=== design 1 ===
### src/rtl/serial_adder_pkg.sv
// Shared types and constants for the bit-serial adder.
// State encoding and default operand width.
package serial_adder_pkg;

  localparam int DEFAULT_WIDTH = 8;

  typedef enum logic [1:0] {
    IDLE = 2'd0,
    RUN  = 2'd1,
    DONE = 2'd2
  } state_t;

endpackage

### src/rtl/fulladder.sv
// Single-bit full adder.
// Purely combinational; one evaluation per serial step.
module fulladder (
  input  logic a,
  input  logic b,
  input  logic c,
  output logic sum,
  output logic carry
);

  assign sum   = a ^ b ^ c;
  assign carry = (a & b) | (c & (a ^ b));

endmodule

### src/rtl/serial_adder.sv
// Bit-serial adder: one full-adder step per clock, LSB first.
// Result and carry-out are registered and held until the next completion.
module serial_adder
  import serial_adder_pkg::*;
#(
  parameter int WIDTH = DEFAULT_WIDTH
) (
  input  logic             clk,
  input  logic             rst_n,
  input  logic             start,
  input  logic [WIDTH-1:0] a,
  input  logic [WIDTH-1:0] b,
  input  logic             cin,
  output logic             busy,
  output logic             done,
  output logic [WIDTH-1:0] sum,
  output logic             cout
);

  localparam int CW = $clog2(WIDTH);

  state_t           state;
  state_t           state_nxt;
  logic [WIDTH-1:0] sa;
  logic [WIDTH-1:0] sb;
  logic [WIDTH-1:0] res;
  logic             carry;
  logic [CW-1:0]    cnt;
  logic             fa_s;
  logic             fa_c;
  logic             last;
  logic             go;

  fulladder u_fa (
    .a    (sa[0]),
    .b    (sb[0]),
    .c    (carry),
    .sum  (fa_s),
    .carry(fa_c)
  );

  assign last = (cnt == CW'(WIDTH - 1));
  assign go   = start && (state != RUN);
  assign busy = (state == RUN);
  assign done = (state == DONE);

  always_comb begin
    state_nxt = state;
    unique case (state)
      IDLE:    if (start) state_nxt = RUN;
      RUN:     if (last) state_nxt = DONE;
      DONE:    state_nxt = start ? RUN : IDLE;
      default: state_nxt = IDLE;
    endcase
  end

  // Counter holds at WIDTH-1 on the final step so it never wraps.
  always_ff @(posedge clk or negedge rst_n) begin
    if (!rst_n) begin
      state <= IDLE;
      sa    <= '0;
      sb    <= '0;
      res   <= '0;
      carry <= 1'b0;
      cnt   <= '0;
      sum   <= '0;
      cout  <= 1'b0;
    end else begin
      state <= state_nxt;
      if (go) begin
        sa    <= a;
        sb    <= b;
        carry <= cin;
        cnt   <= '0;
      end else if (state == RUN) begin
        res   <= {fa_s, res[WIDTH-1:1]};
        sa    <= sa >> 1;
        sb    <= sb >> 1;
        carry <= fa_c;
        if (last) begin
          sum  <= {fa_s, res[WIDTH-1:1]};
          cout <= fa_c;
        end else begin
          cnt <= cnt + CW'(1);
        end
      end
    end
  end

endmodule

### config.mk
export PLATFORM = sky130hd
export DESIGN_NAME = serial_adder
export DESIGN_NICKNAME = d
export VERILOG_FILES = /design/src/rtl/serial_adder_pkg.sv /design/src/rtl/fulladder.sv /design/src/rtl/serial_adder.sv
export SDC_FILE = /design/constraint.sdc
export NUM_CORES = 1
export LEC_CHECK = 0
export CORE_MARGIN = 2
export CORE_UTILIZATION = 40
export DETAILED_ROUTE_END_ITERATION = 7
export PLACE_DENSITY_LB_ADDON = 0.2
export SYNTH_ARGS = -nofsm -noshare
export SYNTH_HDL_FRONTEND = slang
export SYNTH_HIERARCHICAL = 1
export SYNTH_SLANG_ARGS = --single-unit
### constraint.sdc
create_clock -name clk -period 3.3 [get_ports clk]
set_input_delay 0.825 -clock clk [delete_from_list [all_inputs] [get_ports clk]]
set_output_delay 0.825 -clock clk [all_outputs]
set_load 0.01 [all_outputs]
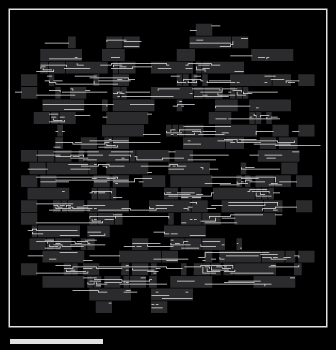
(design_1/m1.png)
Bar = 20 µm.
longest straight run: 17.5 µm
main direction: horizontal
wire length on this layer: 1,320 µm
nets with wire on the layer: 161
share of all routed wire: 45%
WL final: 2920 µm
total via count in the routed design: 1,096

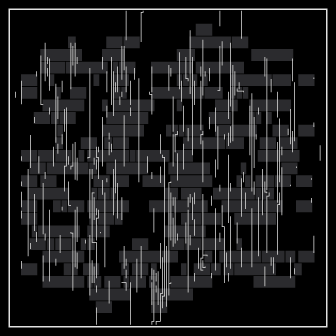
(design_1/m2.png)
nets with wire on the layer: 154
main direction: vertical
Global Route met2 Usage: 24.5%

==> run notes <==
Synthesis and PnR results.

- The clock skew after layout is 4.39 ps.
- The highest metal layer carrying signal wires in the routed design is met4.
- The power report lists the clock group at 324 µW.
- Grouping non-sequential cells by family puts the most area in multiplexers.
- The path class of the lowest-slack min-delay path is flip-flop to flip-flop.
- The flow ran to the end, and the final reports show no timing, DRC or antenna violations.
- In the Yosys report, the sequential cells make up 57.7% of the chip area.
- The overall routing resource usage reads 15.8%.
- The number of warnings in the stage logs is 26.
- STA classifies the critical path startpoint as a flip-flop.
- The clock tree root driver cell is clkbuf_8.
- The number of distinct library cells after synthesis is 23.
- The critical path's slowest cell reads clkdlybuf4s50_1.
- On the final layout, the worst hold slack is 482 ps.
- The netlist area before placement reads 1650 µm².
- The synthesized design contains 0 enable-type register cells.
- Power attributed to sequential cells is 785 µW.
- The post-route met1 wirelength is 1320 µm.
- The source of the worst register-to-register timing path reads state[1].
- The synthesis area per yosys reads 1650 µm².
- The required time reported for the critical path endpoint is 2470 ps.
- The critical path endpoint category is an output pin.
- For this run the detailed placement stage logged an HPWL of 1990 µm.
- The floorplan net count is 166.
- The report lists the cells along the critical path as nand2b_4 > inv_4 > clkdlybuf4s50_1.
- Per the OpenROAD timing report, the critical path contains 3 cells.
- For reference, the top cells by area after synthesis are dfrtp_1 (58%), mux2i_1 (12%), nand2_1 (8.2%).
- The cell area after placement is 1960 µm².
- Using the TritonRoute via totals, the vias-per-cell ratio works out to 4.89.
- The most popular library cell in the synthesized design by count is dfrtp_1.
- The die span in x is 68.2 µm.
==> layout make-up <==
class	count	area, µm²
multi-input cells	94	634
well taps	50	62.6
clock buffers	7	86.3
fillers	349	1920
flip-flops and latches	38	951
inverters	3	13.8
clock inverters	1	5.00
repair buffers	31	303
==> worst min path at each step <==
| stage | from | end | slack (ps) | cells after the start |
|---|---|---|---|---|
| 2_1_floorplan | res[1] | res[1] | 440 | 2 |
| 3_3_place_gp | res[1] | res[1] | 450 | 2 |
| 3_5_place_dp | sb[3] | sb[2] | 470 | 2 |
| 4_1_cts | sb[3] | sb[2] | 490 | 2 |
| 5_1_grt | sa[4] | sa[3] | 520 | 2 |
| 6_report | sb[1] | sb[0] | 480 | 2 |
==> stage by stage <==
| step | std cells | setup WS [ps] |
|---|---|---|
| after global routing | 224 | 520 |
| final | 224 | 641 |
| after global placement | 216 | 961 |
| after detailed placement | 216 | 896 |
| after CTS | 224 | 614 |
| after floorplan | 143 | 1700 |
==> state kept, by name (all words and copies together), names as in the netlist <==
signal and count:
cnt 3, sa 8, carry 1, cout 1, sb 8, res 7, state 2, sum 8

=== design 2 ===
==> design_2/m1.png <==
Bar = 20 µm.
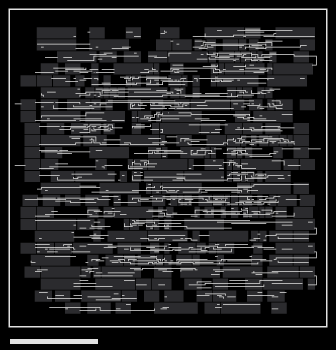
==> design_2/m2.png <==
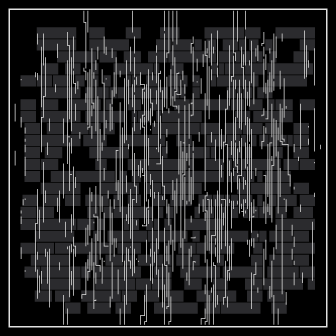
==> design_2/m3.png <==
Bar = 20 µm.
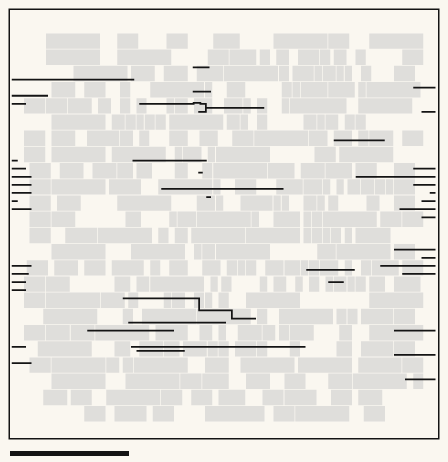
[config.mk]
export PLATFORM = sky130hd
export DESIGN_NAME = reg_dump
export DESIGN_NICKNAME = d
export VERILOG_FILES = /design/src/rtl/reg_dump.sv
export SDC_FILE = /design/constraint.sdc
export NUM_CORES = 1
export LEC_CHECK = 0
export CORE_MARGIN = 2
export CORE_UTILIZATION = 57
export CTS_BUF_LIST = sky130_fd_sc_hd__clkbuf_2
export CTS_CLUSTER_SIZE = 28
export DETAILED_ROUTE_END_ITERATION = 7
export GPL_TIMING_DRIVEN = 0
export MAX_ROUTING_LAYER = met4
export PLACE_DENSITY_LB_ADDON = 0.05
export REMOVE_ABC_BUFFERS = 1
export SETUP_SLACK_MARGIN = 0.1
export SYNTH_ARGS = -nofsm -noshare
export SYNTH_HDL_FRONTEND = slang
export SYNTH_SLANG_ARGS = --single-unit
[constraint.sdc]
create_clock -name clk -period 3.4 [get_ports clk]
set_input_delay 0.34 -clock clk [delete_from_list [all_inputs] [get_ports clk]]
set_output_delay 0.34 -clock clk [all_outputs]
set_load 0.05 [all_outputs]
[src/rtl/reg_dump.sv]
// reg_dump: debug readout engine for the RV32I core.
//
// On a start request it stalls the pipeline and walks registers
// 0..NUM_REGS-1 through a spare register-file read port. It streams them out
// as one frame: HEADER byte, 4*NUM_REGS data bytes (each register
// little-endian), then the XOR of all data bytes.
//
// Handshake: the stream uses strict valid/ready. A byte transfers on a rising
// edge where tx_valid & tx_ready. Once tx_valid is raised, tx_data and the FSM
// hold until that transfer. tx_valid never depends on tx_ready.
//
// Ports:
//   clk        in   clock, rising edge
//   reset      in   asynchronous reset, active low
//   start      in   dump request, only looked at in IDLE
//   rd_addr    out  [4:0]  register-file read address
//   rd_data    in   [31:0] register-file read data (combinational)
//   stall_req  out  pipeline hold request
//   tx_data    out  [7:0]  stream byte
//   tx_valid   out  stream byte valid
//   tx_ready   in   sink ready
//   busy       out  high in every state except IDLE
//   done       out  one-cycle pulse at end of frame
//   state_dbg  out  [2:0]  current FSM state, for debug
module reg_dump #(
  parameter int          NUM_REGS = 32,
  parameter logic [7:0]  HEADER   = 8'hA5
) (
  input  logic        clk,
  input  logic        reset,
  input  logic        start,
  output logic [4:0]  rd_addr,
  input  logic [31:0] rd_data,
  output logic        stall_req,
  output logic [7:0]  tx_data,
  output logic        tx_valid,
  input  logic        tx_ready,
  output logic        busy,
  output logic        done,
  output logic [2:0]  state_dbg
);

  localparam logic [2:0] S_IDLE     = 3'd0;
  localparam logic [2:0] S_HEADER   = 3'd1;
  localparam logic [2:0] S_LOAD     = 3'd2;
  localparam logic [2:0] S_DATA     = 3'd3;
  localparam logic [2:0] S_CHECKSUM = 3'd4;
  localparam logic [2:0] S_DONE     = 3'd5;

  localparam logic [4:0] LAST_IDX = 5'(NUM_REGS - 1);

  logic [2:0]  state_q, state_d;
  logic [4:0]  idx_q, idx_d;
  logic [31:0] word_q, word_d;
  logic [1:0]  byte_q, byte_d;
  logic [7:0]  csum_q, csum_d;
  logic [7:0]  cur_byte;

  // Little-endian byte select out of the latched word.
  always_comb begin
    cur_byte = 8'h00;
    case (byte_q)
      2'd0:    cur_byte = word_q[7:0];
      2'd1:    cur_byte = word_q[15:8];
      2'd2:    cur_byte = word_q[23:16];
      default: cur_byte = word_q[31:24];
    endcase
  end

  always_comb begin
    state_d = state_q;
    idx_d   = idx_q;
    word_d  = word_q;
    byte_d  = byte_q;
    csum_d  = csum_q;
    case (state_q)
      S_IDLE: begin
        if (start) begin
          state_d = S_HEADER;
          idx_d   = 5'd0;
          byte_d  = 2'd0;
          csum_d  = 8'h00;
        end
      end
      S_HEADER: begin
        if (tx_ready) state_d = S_LOAD;
      end
      S_LOAD: begin
        // rd_addr already shows idx, so rd_data is the register to send.
        word_d  = rd_data;
        byte_d  = 2'd0;
        state_d = S_DATA;
      end
      S_DATA: begin
        if (tx_ready) begin
          csum_d = csum_q ^ cur_byte;
          byte_d = byte_q + 2'd1;
          if (byte_q == 2'd3) begin
            if (idx_q == LAST_IDX) begin
              state_d = S_CHECKSUM;
            end else begin
              idx_d   = idx_q + 5'd1;
              state_d = S_LOAD;
            end
          end
        end
      end
      S_CHECKSUM: begin
        if (tx_ready) state_d = S_DONE;
      end
      S_DONE: begin
        state_d = S_IDLE;
      end
      default: begin
        state_d = S_IDLE;
      end
    endcase
  end

  always_ff @(posedge clk or negedge reset) begin
    if (!reset) begin
      state_q <= S_IDLE;
      idx_q   <= 5'd0;
      word_q  <= 32'h0;
      byte_q  <= 2'd0;
      csum_q  <= 8'h00;
    end else begin
      state_q <= state_d;
      idx_q   <= idx_d;
      word_q  <= word_d;
      byte_q  <= byte_d;
      csum_q  <= csum_d;
    end
  end

  // All outputs decode registered state only.
  assign rd_addr   = idx_q;
  assign tx_valid  = (state_q == S_HEADER) || (state_q == S_DATA) ||
                     (state_q == S_CHECKSUM);
  assign stall_req = (state_q == S_HEADER) || (state_q == S_LOAD) ||
                     (state_q == S_DATA)   || (state_q == S_CHECKSUM);
  assign busy      = (state_q != S_IDLE);
  assign done      = (state_q == S_DONE);
  assign state_dbg = state_q;

  always_comb begin
    tx_data = 8'h00;
    case (state_q)
      S_HEADER:   tx_data = HEADER;
      S_DATA:     tx_data = cur_byte;
      S_CHECKSUM: tx_data = csum_q;
      default:    tx_data = 8'h00;
    endcase
  end

endmodule

==> run notes <==
Synthesis and PnR results.

- The die boundary height is 71.9 µm.
- Total global-route track usage over all layers is 24.0%.
- The post-synth tally of flip-flops with integrated enable is 0.
- The max-cap check violation count is 0.
- Setup repair after global routing could not meet its margin everywhere.
- Of the cells placed in the final design, the portion with a size suffix greater than 1 is 18.3%.
- The most common logic cells in the final layout are dfrtp_1 (50), clkdlybuf4s50_1 (47), a21oi_1 (25).
- The total length of routed met2 wires is 2600 µm.
- Warnings raised by the tools during the run amount to 30.
- Counting buffers and inverters, the worst setup path is 6 cells deep.
- The post-route fraction of the period consumed by the critical path reads 92.5%.
- The biggest fanout along the worst timing path reads 8.
- The cell type that accounts for the most area after synthesis is dfrtp_1.
- The final total power is 2790 µW.
- Yosys reports a chip area of 2630 µm².
- The post-synthesis cell count reads 238.
- The shortest clock period the worst path allows after layout reads 3140 ps.
- The count of H-tree levels built during CTS reads 2.
- The number of hold-slack violations in the final timing report reads 0.
- The arrival time reported for the critical path endpoint reads 2800 ps.
- The TritonCTS clock tree is built.
- The dominant non-sequential cell family after synthesis reads AND-OR/OR-AND gates.
- The routed layout reports a DRC error count of 0.
- The wire length of the first global-routing pass reads 9320 µm.
- The source of the worst register-to-register timing path is rd_addr[0].
- The achievable frequency is 0.318 GHz.
- Counting only logic cells after layout, the most numerous master is dfrtp_1.
- Recorded from the global router log, the overflow total was 0.
- Across the VDD grid, the largest voltage drop is 0.000430 V.
- The required time reported for the critical path endpoint reads 3060 ps.
- Clock skew on the completed layout was measured at 18.9 ps.
- The capturing element of the worst setup path reads tx_data[6].
- The most common flop cell mapped by yosys reads dfrtp_1.
- Looking at the critical path, the single cell with the biggest stage delay is clkdlybuf4s50_1.
- The main area contributors are dfrtp_1 (48%), mux2_2 (9.9%), mux2_4 (5.1%).
- Summing the areas of all xor and xnor instances in the mapped netlist gives 0% of the synthesized area.
- The standard-cell row count reads 24.
- The iteration count recorded for the first detailed-route pass is 4.
- The delay contributed by the slowest stage of the critical path reads 810 ps.
- The final setup TNS reads 0 ps.
- The layer carrying the most global-route usage reads met2.
- The post-synthesis compound-gate area fraction is 16.1%.
- The total power divided by cell area is 856 nW/µm².
- The tally of yosys warning messages is 0.
- The wire-length estimate of the detail-placed layout is 3850 µm.
- The number of cell instances after yosys synthesis is 238.
- Counting every sink on the clock net gives 50.
- The area share of and/or/nand/nor cells after synthesis is 12.0%.
- The worst-case reg-to-reg path depth reads 7.
- The synthesis-stage register bit count is 50.
- The share of cell area taken by muxes after synthesis is 15.0%.
- The final antenna diode count reads 0.
- The flow ran to the end, and the final reports show no timing, DRC or antenna violations.
- The number of antenna violations at the first check in global routing reads 0.
- The launch point of the critical path was reported as byte_q[1].
- According to the floorplan report, the placeable core area is 4380 µm².
- The most flop-heavy register is word_q.
- The routed length per instance reads 15.8 µm.
- The slew at the pin closest to its max-slew limit reads 559 ps.
- The overall chip area is 5160 µm².
- Yosys reported that registers with async set or reset make up 100%.
- The minimum setup slack among reg-to-reg paths is 1340 ps.
- In the per-layer summary, the met1 wirelength comes to 2430 µm.
- According to the finish report, the design has a final net count of 331.
- The die is 71.9 µm wide.
- The largest net degree at the start of global routing is 29.
About design_2/m1.png:
nets with wire on the layer: 279
main direction: horizontal
longest straight run: 27.1 µm
wire length on this layer: 2,440 µm
share of all routed wire: 45%
WL final: 5410 µm
total via count in the routed design: 1,956
met1 Resource Use GR: 30.5%

About design_2/m2.png:
longest straight run: 38.1 µm
share of all routed wire: 48%
wire length on this layer: 2,600 µm
main direction: vertical
Global Route met2 Usage: 38.4%

About design_2/m3.png:
longest straight run: 29.0 µm
main direction: horizontal
wire length on this layer: 308 µm
share of all routed wire: 5.7%
nets with wire on the layer: 41
met3 layer usage reported by global route: 5.20%

[final cells by class]
| class | instances | area (µm²) |
|---|---|---|
| inverters | 15 | 56.3 |
| multi-input cells | 158 | 1220 |
| repair buffers | 59 | 628 |
| clock inverters | 2 | 8.76 |
| fillers | 332 | 1120 |
| clock buffers | 6 | 30.0 |
| flip-flops and latches | 50 | 1250 |
| well taps | 52 | 65.1 |
[report_power, final]
part / internal (µW) / switching (µW) / total, µW
Combinational: 664 / 855 / 1520
Clock: 50.6 / 181 / 232
Sequential: 864 / 175 / 1040
Total: 1580 / 1210 / 2790
[what timing repair did]
item | 4_1_cts | 5_1_grt
setup buffers | 1 | 0
endpoints found under the setup margin | 9 | 10
hold endpoints to repair | 22 | 0
gates resized | 2 | 9
hold buffers | 1 | 0
pin swaps | 1 | 0
[metrics by stage]
stage,utilization (%),area (µm²),hold slack (ps),worst slack (ps),std cells
6_report,74.4,3260,380,256,342
5_1_grt,74.4,3260,375,50.0,342
4_1_cts,73.7,3230,386,52.2,342
3_5_place_dp,72.3,3170,362,403,332
3_3_place_gp,71.4,3130,490,21.8,330
2_1_floorplan,-,2510,44.4,614,223

=== design 3 ===
==> design_3/m1.png <==
Bar = 20 µm.
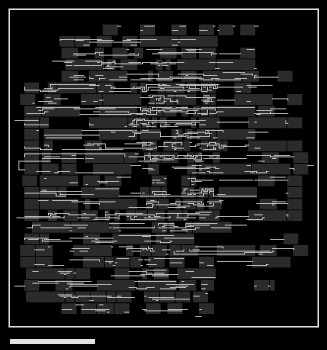
==> design_3/m2.png <==
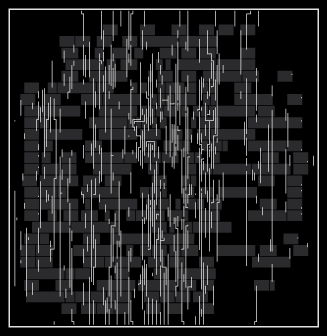
**src/rtl/fetch_unit.sv**
```systemverilog
// Instruction fetch unit: requests one 16-bit word per instruction from
// instruction memory, holds it for the control decoder, and computes the
// next PC, either sequential or redirected by jump or taken branch.
module fetch_unit #(
  parameter logic [11:0] RESET_PC = 12'h000
) (
  input  logic        clk,
  input  logic        rst,
  output logic        imem_req,
  output logic [11:0] imem_addr,
  input  logic        imem_ack,
  input  logic [15:0] imem_data,
  input  logic        jump,
  input  logic        branch,
  input  logic        acc_zero,
  input  logic        stall,
  output logic [3:0]  op,
  output logic [11:0] imm,
  output logic        valid,
  output logic [11:0] pc_out
);

  typedef enum logic [1:0] {
    IDLE  = 2'd0,
    FETCH = 2'd1,
    ISSUE = 2'd2
  } state_t;

  state_t      state_reg, state_next;
  logic [11:0] pc_reg, pc_next;
  logic [15:0] ir_reg, ir_next;
  logic [11:0] pc_out_reg, pc_out_next;

  // Redirect target is always the immediate field of the held instruction.
  logic [11:0] target;
  assign target = ir_reg[11:0];

  // State register; reset takes effect immediately so a pending request drops at once.
  always_ff @(posedge clk or posedge rst) begin
    if (rst) begin
      state_reg  <= IDLE;
      pc_reg     <= RESET_PC;
      ir_reg     <= 16'h0000;
      pc_out_reg <= RESET_PC;
    end else begin
      state_reg  <= state_next;
      pc_reg     <= pc_next;
      ir_reg     <= ir_next;
      pc_out_reg <= pc_out_next;
    end
  end

  // Next-state and next-PC selection; everything holds unless a transition fires.
  always_comb begin
    state_next  = state_reg;
    pc_next     = pc_reg;
    ir_next     = ir_reg;
    pc_out_next = pc_out_reg;
    case (state_reg)
      IDLE: begin
        state_next = FETCH;
      end
      FETCH: begin
        // Wait for memory; data is captured on the same edge as the ack.
        if (imem_ack) begin
          ir_next     = imem_data;
          pc_out_next = pc_reg;
          state_next  = ISSUE;
        end
      end
      ISSUE: begin
        // Control inputs only matter on the edge that leaves ISSUE.
        if (!stall) begin
          if (jump) begin
            pc_next = target;
          end else if (branch && acc_zero) begin
            pc_next = target;
          end else begin
            pc_next = pc_reg + 12'd1;
          end
          state_next = FETCH;
        end
      end
      default: begin
        state_next = IDLE;
      end
    endcase
  end

  // Outputs are decoded from registered state, so they never glitch on inputs.
  assign imem_req  = (state_reg == FETCH);
  assign imem_addr = pc_reg;
  assign valid     = (state_reg == ISSUE);
  assign op        = valid ? ir_reg[15:12] : 4'b0000;
  assign imm       = valid ? ir_reg[11:0]  : 12'h000;
  assign pc_out    = pc_out_reg;

endmodule
```
**config.mk**
```make
export PLATFORM = sky130hd
export DESIGN_NAME = fetch_unit
export DESIGN_NICKNAME = d
export VERILOG_FILES = /design/src/rtl/fetch_unit.sv
export SDC_FILE = /design/constraint.sdc
export NUM_CORES = 1
export LEC_CHECK = 0
export CORE_AREA = 2 2 70 72
export CTS_CLUSTER_DIAMETER = 80
export DETAILED_ROUTE_END_ITERATION = 7
export DIE_AREA = 0 0 72 74
export PLACE_DENSITY = 0.77
export SLEW_MARGIN = 20
export SYNTH_ARGS = -nofsm -noshare
export SYNTH_HDL_FRONTEND = slang
export SYNTH_SLANG_ARGS = --single-unit
```
**constraint.sdc**
```tcl
create_clock -name clk -period 2.8 [get_ports clk]
set_clock_uncertainty 0.1 [all_clocks]
set_input_delay 0.28 -clock clk [delete_from_list [all_inputs] [get_ports clk]]
set_output_delay 0.28 -clock clk [all_outputs]
set_load 0.03 [all_outputs]
```
==> run notes <==
Synthesis and PnR results.

- The type of the worst setup path reads flip-flop to output pin.
- The number of distinct library cells after synthesis is 33.
- The most critical hold endpoint after final layout shows a slack of 365 ps.
- The iteration count of the initial detailed-routing pass is 4.
- The number of cell instances after yosys synthesis reads 177.
- The script computed the net switching share of total power as 40.8%.
- The pin closest to its max-slew limit shows a slew of 839 ps.
- The post-synth tally of flip-flops with integrated enable is 0.
- The floorplan net count reads 201.
- The congestion estimate from routability-driven global placement came to 0.823.
- The number of antenna violations at the first check in global routing is 0.
- The flip-flop count of the largest register after layout is 16.
- The layout report lists the multi-input gate area as 891 µm².
- The required time reported for the critical path endpoint is 2420 ps.
- The net switching power is 1290 µW.
- The total length of routed met3 wires is 245 µm.
- The slowest stage of the critical path belongs to the cell clkdlybuf4s50_1.
- TritonCTS built the clock tree.
- The delay contributed by the slowest stage of the critical path reads 670 ps.
- The proportion of final cell area spent on non-clock buffers reads 24.1%.
- The flow ran to the end, and the final reports show no timing, DRC or antenna violations.
- The area fraction in full adders, half adders and majority gates reads 0.621%.
- No sink is reached through more buffers than the 2 on the longest clock path.
- The path class of the lowest-slack min-delay path reads primary input to asynchronous set/reset pin.
- The total clock sinks is 42.
- The worst-case reg-to-reg path depth reads 4.
- Per STA, the startpoint of the critical path is state_reg[1].
- The flip-flop and latch count is 42.
- The synthesis-stage register bit count reads 42.
- The inverter count of the layout excluding clock inverters is 3.
- The final setup TNS reads 0 ps.
- The final instance count without filler cells reads 297.
- The netlist area before placement is 2020 µm².
- STA classifies the critical path endpoint as an output pin.
- The latest clock arrival within the worst-skew pair is 300 ps.
- The total congestion overflow after global routing is 0.
- For this design the top-level I/O count stands at 65.
- Total power normalized to cell area comes to 1140 nW/µm².
- The fraction of area in clock buffers and inverters is 3.28%.
- The number of pins exceeding their max-slew limit in the final report is 0.
- The clock tree synthesis step divided the H-tree into 2 levels.
- Setup repair after global routing left no endpoint under its margin.
- The clock edge transition at the registers on the reported setup and hold paths is 70 ps.
- The shortest clock period the worst path allows after layout reads 2250 ps.
- The most common flop cell mapped by yosys reads dfrtp_1.
- The fraction of layout cells with a size suffix above 1 is 18.1%.
- The buffer count from post-CTS setup fixing reads 0.
- Dividing the detail-routed via count by the number of cells gives 5.31.
- The path length in cells of the critical path is 4.
- The number of warnings in the stage logs is 26.
- Yosys reports a chip area of 2020 µm².
- The total length of routed met2 wires is 1950 µm.
- The floorplan has 25 rows.
- The plain and repair buffers instantiated in the layout total 68.
- The capturing element of the worst setup path reads imm[8].
- The die span in x is 72 µm.
- The number of hold buffers added after cts is 0.
- The post-synthesis share of cell area spent on xor and xnor gates reads 0%.
- Once placement completed, the tool counted placed cells totaling 289.
- The buffer-and-inverter tally for the worst setup path is 2.
- The number of nets in the layout is 266.
- In this run the vertical extent of the chip is 74 µm.
- The number of global-route vias before repair was 1,548.
## Picture notes: design_3/m1.png
wire length on this layer: 1,920 µm
nets with wire on the layer: 222
main direction: horizontal
share of all routed wire: 46%
longest straight run: 23.5 µm
total via count in the routed design: 1,578
WL final: 4170 µm
met1 Resource Use GR: 22.7%

## Picture notes: design_3/m2.png
main direction: vertical
nets with wire on the layer: 221
longest straight run: 33.0 µm
wire length on this layer: 1,950 µm
share of all routed wire: 47%
Global Route met2 Usage: 27.0%

routing by layer:
layer	up-vias	GRT usage (%)
met5	-	0
li1	778	-
met4	0	9.22
met3	4	3.79
met2	54	27.0
met1	742	22.7
metrics by stage:
stage | setup WS (ps) | instance area [µm²] | utilization [%]
after floorplan | 932 | 2020 | -
after global placement | 773 | 2690 | 58.5
after detailed placement | 723 | 2690 | 58.5
after CTS | 518 | 2780 | 60.5
after global routing | 443 | 2780 | 60.5
final | 549 | 2780 | 60.5
power by group through the flow:
stage | sequential, µW | combinational [µW] | clock (µW)
after CTS | 1190 | 1600 | 408
after detailed placement | 1200 | 1600 | 0
after global placement | 1190 | 1580 | 0
after global routing | 1250 | 1700 | 434
after floorplan | 1450 | 736 | 0
final | 1190 | 1580 | 395
cells in the mapped netlist (all sizes together) (2+ instances only):
master,number,area (µm²)
o21ai,7,35.0
and3,3,20.0
and2,18,113
buf,9,62.6
mux2,28,315
a221o,3,31.3
dfrtp,42,1050
a2bb2oi,4,35.0
o22ai,2,12.5
nor2,5,18.8
inv,3,11.3
nand3,10,50.1
nand2,11,41.3
mux2i,3,30.0
a21oi,13,65.1
nand4,3,18.8

=== design 4 ===
==> design_4/placed.png <==
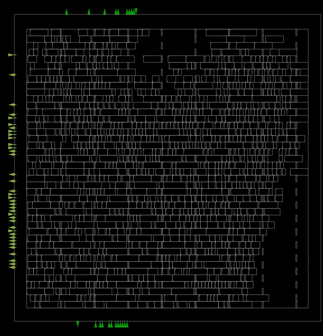
==> design_4/ff_map.png <==
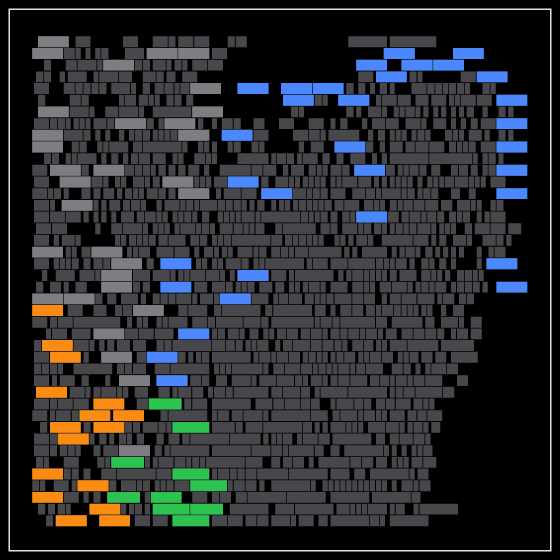
==> design_4/m1.png <==
Bar = 50 µm.
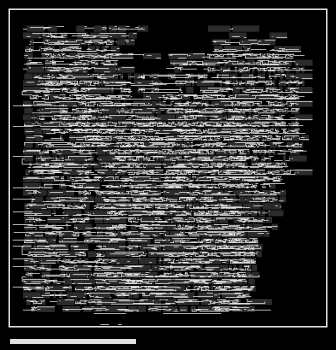
<file path="config.mk">
export PLATFORM = sky130hd
export DESIGN_NAME = qsm_dim_master
export DESIGN_NICKNAME = d
export VERILOG_FILES = /design/src/rtl/qsm_dim_master.sv
export SDC_FILE = /design/constraint.sdc
export NUM_CORES = 1
export LEC_CHECK = 0
export ABC_AREA = 1
export CORE_MARGIN = 5
export CORE_UTILIZATION = 54
export DETAILED_ROUTE_END_ITERATION = 12
export PLACE_DENSITY = 0.78
export SYNTH_ARGS = -nofsm -noshare
export SYNTH_HDL_FRONTEND = slang
export SYNTH_SLANG_ARGS = --single-unit
</file>
<file path="constraint.sdc">
create_clock -name clk_i -period 4.1 [get_ports clk_i]
set_input_delay 1.23 -clock clk_i [delete_from_list [all_inputs] [get_ports clk_i]]
set_output_delay 1.23 -clock clk_i [all_outputs]
set_load 0.01 [all_outputs]
</file>
<file path="src/rtl/qsm_dim_master.sv">
// qsm_dim_master: QSPI master that sends the DIM reset state, reads registers
// 0..last_reg from a daisy chain of up to 15 DIM devices and fills the readout SRAM.
// Ports: clk_i/rst_i (sync, active-high); ctrl_* pulses and latched settings;
//   busy_o/done_o/err_many_o/err_fb_o/dim_count_o status; sck_o/ss_o/sdi_i/fb_i
//   serial chain; mem_we_o/mem_addr_o {dev,reg}/mem_data_o SRAM write port.
// Optional: define QSM_ABORT_EN to let ctrl_reset_i abort a running readout.
module qsm_dim_master #(
   parameter int CLK_DIV  = 50,
   parameter int US_TICKS = 100,
   parameter int RESET_US = 100
) (
   input  logic        clk_i,
   input  logic        rst_i,
   input  logic        ctrl_reset_i,
   input  logic        ctrl_trig_i,
   input  logic [3:0]  ctrl_last_reg_i,
   input  logic [3:0]  ctrl_max_dim_i,
   input  logic [9:0]  ctrl_delay_i,
   output logic        busy_o,
   output logic        done_o,
   output logic        err_many_o,
   output logic        err_fb_o,
   output logic [3:0]  dim_count_o,
   output logic        sck_o,
   output logic        ss_o,
   input  logic        sdi_i,
   input  logic        fb_i,
   output logic        mem_we_o,
   output logic [7:0]  mem_addr_o,
   output logic [15:0] mem_data_o
);

   typedef enum logic [2:0] {
      S_IDLE, S_RST, S_SHIFT, S_WRITE, S_DELAY, S_DONE
   } state_t;

   localparam logic [31:0] HALF     = 32'(CLK_DIV);
   localparam logic [31:0] PER_LAST = 32'(2 * CLK_DIV - 1);
   localparam logic [31:0] RST_LAST = 32'(RESET_US * US_TICKS - 1);

   state_t      state_q, state_d;
   logic [31:0] cnt_q, cnt_d;
   logic [3:0]  bit_q, bit_d;
   logic [3:0]  dev_q, dev_d;
   logic [3:0]  reg_q, reg_d;
   logic [3:0]  last_q, last_d;
   logic [3:0]  max_q, max_d;
   logic [3:0]  dim_q, dim_d;
   logic [9:0]  dly_q, dly_d;
   logic [15:0] sh_q, sh_d;
   logic        fb_q, fb_d;
   logic        done_q, done_d;
   logic        many_q, many_d;
   logic        efb_q, efb_d;

   logic        abort;
   logic [4:0]  nxt;
   logic [31:0] wait_cyc;

`ifdef QSM_ABORT_EN
   assign abort = ctrl_reset_i &&
                  (state_q == S_SHIFT || state_q == S_WRITE || state_q == S_DELAY);
`else
   assign abort = 1'b0;
`endif

   assign nxt = {1'b0, dev_q} + 5'd1;

   always_comb begin
      state_d  = state_q;
      cnt_d    = cnt_q;
      bit_d    = bit_q;
      dev_d    = dev_q;
      reg_d    = reg_q;
      last_d   = last_q;
      max_d    = max_q;
      dim_d    = dim_q;
      dly_d    = dly_q;
      sh_d     = sh_q;
      fb_d     = fb_q;
      done_d   = done_q;
      many_d   = many_q;
      efb_d    = efb_q;
      // a zero delay setting still spends one cycle with ss low
      wait_cyc = 32'(dly_q) * 32'(US_TICKS);
      if (wait_cyc == 32'd0) wait_cyc = 32'd1;

      unique case (state_q)
         S_IDLE: begin
            cnt_d = 32'd0;
            bit_d = 4'd15;
            if (ctrl_reset_i) begin
               done_d  = 1'b0;
               state_d = S_RST;
            end else if (ctrl_trig_i) begin
               done_d = 1'b0;
               many_d = 1'b0;
               efb_d  = 1'b0;
               dim_d  = 4'd0;
               last_d = ctrl_last_reg_i;
               max_d  = ctrl_max_dim_i;
               dly_d  = ctrl_delay_i;
               reg_d  = 4'd0;
               dev_d  = 4'd0;
               if (ctrl_max_dim_i == 4'd0) begin
                  many_d  = 1'b1;
                  state_d = S_DONE;
               end else begin
                  state_d = S_SHIFT;
               end
            end
         end
         S_RST: begin
            if (cnt_q == RST_LAST) begin
               cnt_d   = 32'd0;
               state_d = S_IDLE;
            end else begin
               cnt_d = cnt_q + 32'd1;
            end
         end
         S_SHIFT: begin
            cnt_d = cnt_q + 32'd1;
            // first high cycle of sck: capture the bit
            if (cnt_q == HALF) begin
               sh_d = {sh_q[14:0], sdi_i};
               if (bit_q == 4'd0) fb_d = fb_i;
            end
            if (cnt_q == PER_LAST) begin
               cnt_d = 32'd0;
               if (bit_q == 4'd0) state_d = S_WRITE;
               else               bit_d = bit_q - 4'd1;
            end
         end
         S_WRITE: begin
            bit_d = 4'd15;
            cnt_d = 32'd0;
            if (reg_q == 4'd0) begin
               if (fb_q) begin
                  if (nxt >= {1'b0, max_q}) begin
                     many_d  = 1'b1;
                     dim_d   = max_q;
                     state_d = S_DONE;
                  end else begin
                     dev_d   = nxt[3:0];
                     state_d = S_SHIFT;
                  end
               end else begin
                  dim_d   = nxt[3:0];
                  state_d = S_DELAY;
               end
            end else if (fb_q != (nxt < {1'b0, dim_q})) begin
               efb_d   = 1'b1;
               state_d = S_DONE;
            end else if (fb_q) begin
               dev_d   = nxt[3:0];
               state_d = S_SHIFT;
            end else begin
               state_d = S_DELAY;
            end
         end
         S_DELAY: begin
            if (reg_q == last_q) begin
               state_d = S_DONE;
            end else if (cnt_q == wait_cyc - 32'd1) begin
               cnt_d   = 32'd0;
               reg_d   = reg_q + 4'd1;
               dev_d   = 4'd0;
               state_d = S_SHIFT;
            end else begin
               cnt_d = cnt_q + 32'd1;
            end
         end
         S_DONE: begin
            done_d  = 1'b1;
            state_d = S_IDLE;
         end
         default: state_d = S_IDLE;
      endcase

      if (abort) begin
         cnt_d   = 32'd0;
         done_d  = 1'b0;
         state_d = S_RST;
      end
   end

   always_ff @(posedge clk_i) begin
      if (rst_i) begin
         state_q <= S_IDLE;
         cnt_q   <= 32'd0;
         bit_q   <= 4'd15;
         dev_q   <= 4'd0;
         reg_q   <= 4'd0;
         last_q  <= 4'd0;
         max_q   <= 4'd0;
         dim_q   <= 4'd0;
         dly_q   <= 10'd0;
         sh_q    <= 16'd0;
         fb_q    <= 1'b0;
         done_q  <= 1'b0;
         many_q  <= 1'b0;
         efb_q   <= 1'b0;
      end else begin
         state_q <= state_d;
         cnt_q   <= cnt_d;
         bit_q   <= bit_d;
         dev_q   <= dev_d;
         reg_q   <= reg_d;
         last_q  <= last_d;
         max_q   <= max_d;
         dim_q   <= dim_d;
         dly_q   <= dly_d;
         sh_q    <= sh_d;
         fb_q    <= fb_d;
         done_q  <= done_d;
         many_q  <= many_d;
         efb_q   <= efb_d;
      end
   end

   assign busy_o      = (state_q == S_RST) || (state_q == S_SHIFT) ||
                        (state_q == S_WRITE) || (state_q == S_DELAY);
   assign done_o      = done_q;
   assign err_many_o  = many_q;
   assign err_fb_o    = efb_q;
   assign dim_count_o = dim_q;
   assign sck_o       = (state_q == S_RST) ||
                        ((state_q == S_SHIFT) && (cnt_q >= HALF));
   // ss spans the whole chain transfer of one register
   assign ss_o        = (state_q == S_SHIFT) || (state_q == S_WRITE);
   assign mem_we_o    = (state_q == S_WRITE) && !abort;
   assign mem_addr_o  = {dev_q, reg_q};
   assign mem_data_o  = sh_q;

endmodule

</file>
==> run notes <==
Synthesis and PnR results.

- The checks that failed: setup timing.
- The layout filler cell count is 901.
- The final setup slack of the worst path is -693 ps.
- The critical path endpoint category reads a flip-flop.
- The synthesis log from Yosys contains 0 warnings.
- The number of failing setup endpoints in the final timing report reads 43.
- The worst slack at placement is -496 ps.
- The post-route met1 wirelength is 9640 µm.
- The flow ran to the end, but the final reports show violations.
- Per the final timing report, the hold violations number 0.
- The shortest clock period the worst path allows after layout reads 4790 ps.
- The fraction of layout cells with a size suffix above 1 is 24.9%.
- Per the OpenROAD floorplan log, the height of the die is 126 µm.
- The floorplan net count reads 1,173.
- The number of distinct library cells after synthesis is 48.
- The number of ordinary and repair buffers in the finished layout is 165.
## Picture notes: design_4/placed.png
tap cell instance count: 176
flip-flop and latch count: 89

## Picture notes: design_4/ff_map.png
| name in the netlist | colour | flops |
|---|---|---|
| mem_data_o | orange | 16 |
| dly_q | green | 10 |
| cnt_q | blue | 32 |
register cell area after layout: 1810 µm²
Core Util, Final: 75.2%
sequential fraction of total cell area: 18.2%
power attributed to sequential cells: 1160 µW

## Picture notes: design_4/m1.png
main direction: horizontal
wire length on this layer: 9,640 µm
total via count in the routed design: 8,459
WL final: 25,400 µm
met1 Resource Use GR: 33.7%

-- synth_stat cells (21+ instances only) --
library cell | number | area (µm²)
nand2_1 | 213 | 800
inv_1 | 168 | 631
nor2_1 | 111 | 417
dfxtp_1 | 89 | 1780
nand3_1 | 86 | 430
a21oi_1 | 79 | 395
o21ai_0 | 68 | 340
ha_1 | 52 | 651
nand3_2 | 32 | 320
xor2_1 | 31 | 272
nand4_1 | 27 | 169
nor3_1 | 24 | 120
clkbuf_1 | 21 | 78.8
-- worst max-delay path: cells and delay by family, from the launching register on --
family                   cells  cell delay [ps]
adder cells (fa/ha/maj)      4             1390
flip-flops                   1              370
AND/OR/NAND/NOR             20             2540
buffers and inverters        2              270
AND-OR/OR-AND                1               60
-- final timing paths --
| check | from | endpoint | slack [ps] | cells after the start |
|---|---|---|---|---|
| max | dly_q[5] | cnt_q[14] | -690 | 27 |
| min | mem_data_o[7] | mem_data_o[8] | 460 | 2 |
| max reg2reg | dly_q[5] | cnt_q[14] | -690 | 27 |
| min reg2reg | mem_data_o[7] | mem_data_o[8] | 460 | 2 |

=== design 5 ===
**src/rtl/cnn_pkg.sv**
```systemverilog
// rtl/cnn_pkg.sv - shared FSM state and pixel/window types for the window buffer
package cnn_pkg;

  // Frame sequencing: fill the first K-1 rows, stream windows, one idle cycle at frame end
  typedef enum logic [1:0] {
    ST_FILL   = 2'd0,
    ST_STREAM = 2'd1,
    ST_DONE   = 2'd2
  } wb_state_e;

  // Default geometry, used by the typedefs below for the common single-channel 3x3 case
  localparam int unsigned DEF_DATA_W = 8;
  localparam int unsigned DEF_K      = 3;
  localparam int unsigned DEF_CH     = 1;

  typedef logic [DEF_CH*DEF_DATA_W-1:0] pixel_t;
  typedef pixel_t [DEF_K-1:0][DEF_K-1:0] window_t;

endpackage

```
**src/rtl/line_ram.sv**
```systemverilog
// rtl/line_ram.sv - one image row of storage, single shared write/read address
module line_ram #(
  parameter int unsigned DEPTH = 28,
  parameter int unsigned WIDTH = 8,
  localparam int unsigned AW   = (DEPTH > 1) ? $clog2(DEPTH) : 1
) (
  input  logic             clk_i,
  input  logic             i_we,
  input  logic [AW-1:0]    i_addr,
  input  logic [WIDTH-1:0] i_wdata,
  output logic [WIDTH-1:0] o_rdata
);

  logic [WIDTH-1:0] r_mem [DEPTH];

  // Write on accept; the combinational read returns the older row in the same cycle
  always_ff @(posedge clk_i) begin
    if (i_we) begin
      r_mem[i_addr] <= i_wdata;
    end
  end

  assign o_rdata = r_mem[i_addr];

endmodule

```
**src/rtl/window_buffer.sv**
```systemverilog
// rtl/window_buffer.sv - raster pixel stream to K x K sliding windows with stride
module window_buffer
  import cnn_pkg::*;
#(
  parameter int unsigned DATA_W = 8,
  parameter int unsigned K      = 3,
  parameter int unsigned IM_W   = 28,
  parameter int unsigned IM_H   = 28,
  parameter int unsigned CH     = 1,
  parameter int unsigned STRIDE = 1
) (
  input  logic                         clk_i,
  input  logic                         rst_ni,
  input  logic                         s_valid_i,
  output logic                         s_ready_o,
  input  logic [CH*DATA_W-1:0]         s_data_i,
  output logic                         m_valid_o,
  input  logic                         m_ready_i,
  output logic [K*K*CH*DATA_W-1:0]     m_window_o,
  output logic [$clog2(IM_H)-1:0]      m_row_o,
  output logic [$clog2(IM_W)-1:0]      m_col_o,
  output logic                         frame_done_o
);

  localparam int unsigned PIX_W = CH * DATA_W;
  localparam int unsigned CW    = $clog2(IM_W);
  localparam int unsigned RW    = $clog2(IM_H);
  localparam int unsigned PW    = (STRIDE > 1) ? $clog2(STRIDE) : 1;

  wb_state_e r_state, w_state_nxt;

  logic [CW-1:0] r_col, r_ccnt, r_mcol;
  logic [RW-1:0] r_row, r_rcnt, r_mrow;
  logic [PW-1:0] r_cph, r_rph;
  logic          r_valid;

  logic [K-1:0][K-1:0][PIX_W-1:0] r_win;

  logic             w_ready, w_accept, w_emit, w_last_col, w_last_row;
  logic [PIX_W-1:0] w_rd     [K-1];
  logic [PIX_W-1:0] w_wd     [K-1];
  logic [PIX_W-1:0] w_newcol [K];

  assign w_ready    = (r_state != ST_DONE) && (!r_valid || m_ready_i);
  assign w_accept   = s_valid_i && w_ready;
  assign w_last_col = (r_col == CW'(IM_W - 1));
  assign w_last_row = (r_row == RW'(IM_H - 1));
  // Phases are zero exactly on the rows/columns that start an output window
  assign w_emit     = w_accept && (r_state == ST_STREAM) && (r_col >= CW'(K - 1))
                      && (r_cph == '0) && (r_rph == '0);

  // Line memories form a chain: row r-1 in memory 0, row r-2 in memory 1, ...
  for (genvar g = 0; g < K - 1; g++) begin : g_line
    if (g == 0) begin : g_head
      assign w_wd[g] = s_data_i;
    end else begin : g_tail
      assign w_wd[g] = w_rd[g-1];
    end
    line_ram #(
      .DEPTH (IM_W),
      .WIDTH (PIX_W)
    ) u_line_ram (
      .clk_i   (clk_i),
      .i_we    (w_accept),
      .i_addr  (r_col),
      .i_wdata (w_wd[g]),
      .o_rdata (w_rd[g])
    );
    assign w_newcol[K-2-g] = w_rd[g];
  end
  assign w_newcol[K-1] = s_data_i;

  // State register
  always_ff @(posedge clk_i or negedge rst_ni) begin
    if (!rst_ni) begin
      r_state <= ST_FILL;
    end else begin
      r_state <= w_state_nxt;
    end
  end

  // Next state: streaming starts after row K-2 completes, DONE lasts one cycle
  always_comb begin
    w_state_nxt  = r_state;
    frame_done_o = 1'b0;
    unique case (r_state)
      ST_FILL: begin
        if (w_accept && w_last_col && (r_row == RW'(K - 2))) w_state_nxt = ST_STREAM;
      end
      ST_STREAM: begin
        if (w_accept && w_last_col && w_last_row) w_state_nxt = ST_DONE;
      end
      ST_DONE: begin
        frame_done_o = 1'b1;
        w_state_nxt  = ST_FILL;
      end
      default: w_state_nxt = ST_FILL;
    endcase
  end

  // Raster position, stride phases and output-map indices advance on each accepted pixel
  always_ff @(posedge clk_i or negedge rst_ni) begin
    if (!rst_ni) begin
      r_col  <= '0;
      r_row  <= '0;
      r_cph  <= '0;
      r_rph  <= '0;
      r_ccnt <= '0;
      r_rcnt <= '0;
    end else if (w_accept) begin
      if (w_last_col) begin
        r_col  <= '0;
        r_cph  <= '0;
        r_ccnt <= '0;
        if (w_last_row) begin
          r_row  <= '0;
          r_rph  <= '0;
          r_rcnt <= '0;
        end else begin
          r_row <= r_row + RW'(1);
          if (r_row == RW'(K - 2)) begin
            r_rph  <= '0;
            r_rcnt <= '0;
          end else if (r_row >= RW'(K - 1)) begin
            if (r_rph == PW'(STRIDE - 1)) begin
              r_rph  <= '0;
              r_rcnt <= r_rcnt + RW'(1);
            end else begin
              r_rph <= r_rph + PW'(1);
            end
          end
        end
      end else begin
        r_col <= r_col + CW'(1);
        if (r_col == CW'(K - 2)) begin
          r_cph  <= '0;
          r_ccnt <= '0;
        end else if (r_col >= CW'(K - 1)) begin
          if (r_cph == PW'(STRIDE - 1)) begin
            r_cph  <= '0;
            r_ccnt <= r_ccnt + CW'(1);
          end else begin
            r_cph <= r_cph + PW'(1);
          end
        end
      end
    end
  end

  // Window slides one column left per accept; the new right column is the stored rows plus the input
  always_ff @(posedge clk_i or negedge rst_ni) begin
    if (!rst_ni) begin
      r_win <= '0;
    end else if (w_accept) begin
      for (int i = 0; i < K; i++) begin
        for (int j = 0; j < K - 1; j++) begin
          r_win[i][j] <= r_win[i][j+1];
        end
        r_win[i][K-1] <= w_newcol[i];
      end
    end
  end

  // Output handshake; accepts only happen when the held window is free or being taken
  always_ff @(posedge clk_i or negedge rst_ni) begin
    if (!rst_ni) begin
      r_valid <= 1'b0;
      r_mrow  <= '0;
      r_mcol  <= '0;
    end else if (w_emit) begin
      r_valid <= 1'b1;
      r_mrow  <= r_rcnt;
      r_mcol  <= r_ccnt;
    end else if (m_ready_i) begin
      r_valid <= 1'b0;
    end
  end

  assign s_ready_o  = w_ready;
  assign m_valid_o  = r_valid;
  assign m_window_o = r_win;
  assign m_row_o    = r_mrow;
  assign m_col_o    = r_mcol;

endmodule

```
**config.mk**
```make
export PLATFORM = sky130hd
export DESIGN_NAME = window_buffer
export DESIGN_NICKNAME = d
export VERILOG_FILES = /design/src/rtl/cnn_pkg.sv /design/src/rtl/line_ram.sv /design/src/rtl/window_buffer.sv
export SDC_FILE = /design/constraint.sdc
export NUM_CORES = 1
export LEC_CHECK = 0
export ABC_AREA = 1
export CORE_ASPECT_RATIO = 0.6
export CORE_MARGIN = 2
export CORE_UTILIZATION = 40
export DETAILED_ROUTE_END_ITERATION = 8
export GPL_TIMING_DRIVEN = 0
export PLACE_DENSITY = 0.57
export RECOVER_POWER = 50
export SKIP_LAST_GASP = 1
export SYNTH_ARGS = -nofsm -noshare
export SYNTH_HDL_FRONTEND = slang
export SYNTH_HIERARCHICAL = 1
export SYNTH_SLANG_ARGS = --single-unit
```
**constraint.sdc**
```tcl
create_clock -name clk_i -period 1.99 [get_ports clk_i]
set_input_delay 0.398 -clock clk_i [delete_from_list [all_inputs] [get_ports clk_i]]
set_output_delay 0.398 -clock clk_i [all_outputs]
set_load 0.05 [all_outputs]
```
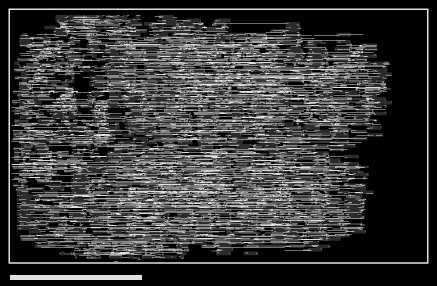
(design_5/m1.png)
Bar = 100 µm.
share of all routed wire: 47%
wire length on this layer: 34.9 mm
main direction: horizontal
nets with wire on the layer: 2,470
longest straight run: 139 µm
met1 Resource Use GR: 37.2%
WL final: 74,200 µm
total via count in the routed design: 17.8k

==> run notes <==
Synthesis and PnR results.

- The run finished, with violations left.
- The checks that failed: capacitance limit, slew limit, setup timing.
- The routed length per instance reads 21.6 µm.
- The flip-flop and latch count reads 553.
- The worst hold path begins at m_ready_i.
- The number of pins exceeding their max-slew limit in the final report is 151.
- The number of antenna-violating nets in the routed design reads 0.
- The TritonCTS buffer count is 52.
- The arrival time reported for the critical path endpoint reads 2560 ps.
- The number of failing setup endpoints in the final timing report reads 439.
- The transition time recorded at the tightest slew-check pin is 2060 ps.
- After detailed routing, the met3 layer carries 8750 µm of wire.
- The count of input and output buffers reads 96.
- The number of antenna violations at the first check in global routing reads 4.
- The fraction of area in registers is 53.6%.
- The standard-cell row count is 68.
- Buffers outside the clock tree occupy 10.1% of the routed design's cell area.
- Of the total synthesized cell area, the portion taken by XOR and XNOR cells is 0.112%.
- The floorplan net count is 2,385.
- The longest clock path from root to sink contains 3 buffers.
- For reference, simple AND, OR, NAND and NOR cells occupy 27.3% of the area reported after synthesis.
- The number of nets in the layout is 2,648.
- The source of the worst register-to-register timing path is r_col[0].
- Multi-input combinational cells in the finished layout were counted as 1,681.
- The met2 usage in global routing reads 30.9%.
- The number of instances in the placed design reads 3,233.
- Cell internal power was estimated by the tool at 28,300 µW.
- The synthesis-stage register bit count is 553.
- The net switching power is 20,700 µW.
- The post-synthesis cell count is 2,365.
- The stage logs contain a warning count of 33.
- The achievable frequency reads 0.437 GHz.
- The top layer used by detailed routing reads met4.
- The startpoint type of the worst setup path is a flip-flop.
- Summing all placed instances gives a cell area of 25,800 µm².
- The detailed placement HPWL is 46,300 µm.
- The worst slew slack as a fraction of its limit is -37.2%.
- The register area is 16,100 µm².
- The die boundary height reads 191 µm.
- In this run the mean area of a mapped cell was 9.90 µm².
- Summing the areas of all fa, ha and maj instances in the mapped netlist gives 0.428% of the synthesized area.
- The required time reported for the critical path endpoint is 2270 ps.
- The netlist area before placement is 23,400 µm².
- The total congestion overflow after global routing is 0.
- For reference, the top logic cell family by area is simple AND/OR/NAND/NOR gates.
- The critical path in the final layout is reported with a setup slack of -297 ps.
- After detailed routing, the number of remaining DRC violations is 0.
- The number of ordinary and repair buffers in the finished layout reads 285.
- Ranking logic cells in the layout by count gives the top entries nand2_1 (1,328), edfxtp_1 (448), dfrtp_1 (99).
- The tool flagged a number of max-cap violations equal to 6.
- For reference, the critical path cell chain is buf_6 > inv_8 > buf_12 > buf_12 > nand2_1 > nand2_1 > nand2_1 > nand2_1 > nand2_1 > nand2_1 > nor2_4 > nand2_4.
- The clock edge transition at the registers on the reported setup and hold paths is 60 ps.
- The depth of the worst hold-timing path reads 4.
- The post-CTS hold buffer count recorded in the log is 1.
- The hold path endpoint reads m_valid_o.
- The iteration count of the initial detailed-routing pass reads 5.
- The TritonCTS clock tree is built.
- The combined area of the multi-input logic cells reads 7970 µm².
- The most numerous cell type found on the critical path is nand2_1.
- The critical path endpoint category reads a flip-flop.
- Per report_power, the clock group accounts for 21.0% of the total.
- The standard cell core area reads 57,700 µm².
- The inverter count of the layout excluding clock inverters reads 55.
- The post-route fraction of the period consumed by the critical path reads 115%.
- The final setup TNS is -65,110 ps.
- The finished layout holds 3,439 standard cells, fillers aside.
- The post-route met1 wirelength reads 34,900 µm.
- After layout, the setup clock skew is reported as 22.5 ps.
- The wire length of the first global-routing pass reads 103,000 µm.
- The final RePlAce weighted congestion reads 0.939.
worst max-delay path: cells and delay by family (launching register included):
family	cells	cell delay, ps
AND/OR/NAND/NOR	8	930
buffers and inverters	4	540
flip-flops	1	470
cells in the mapped netlist, drive strengths merged:
cell type	n	area share, %
nand2	1414	23
edfxtp	448	57
nor2	153	2.7
dfrtp	105	11
buf	73	1.9
inv	53	0.85
nand3	43	0.94
clkbuf	22	0.35
nor3	14	0.51
nand4	11	0.32
o21ai	10	0.21
ha	8	0.43
a21oi	3	0.064
xor2	3	0.11
clkinv	2	0.032
nand3b	1	0.032
o22ai	1	0.027
or2	1	0.027
state kept, by name, indices dropped and copies added, names as in the netlist:
register and count:
r_rcnt 5, r_ccnt 5, g_line.u_line_ram/r_mem 448, r_state 2, r_col 5, m_col_o 5
r_row 5, m_window_o 72, m_valid_o 1, m_row_o 5
power by group through the flow:
stage	logic (µW)	registers, µW	clock network (µW)
after global placement	14900	16200	0
final	22500	16200	10300
after CTS	18100	16300	10400
after detailed placement	15400	16300	0
after floorplan	7770	18100	0
after global routing	23600	16400	10900


==> notes/layouts.md <==
Pictures saved along the way, in no particular order.

Placed standard cells.
Plate I
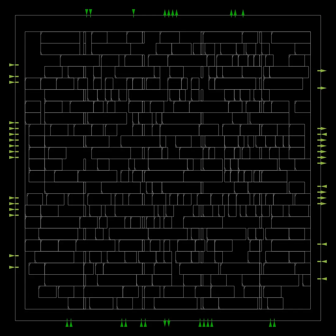
Plate II
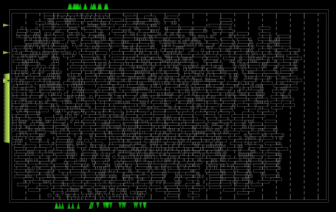
Plate III
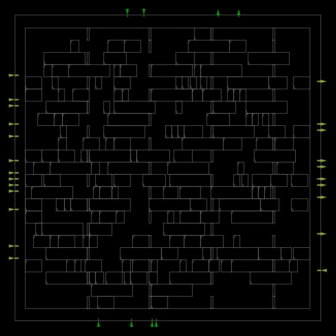
Plate IV
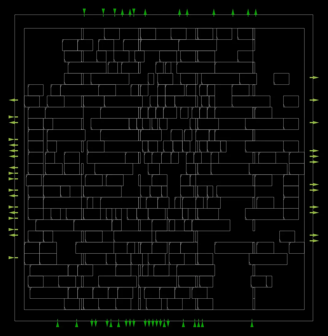
- Plate III = design 1
- Plate II = design 5
- Plate IV = design 3
- Plate I = design 2

Power is estimated from default activity; no workload was simulated.
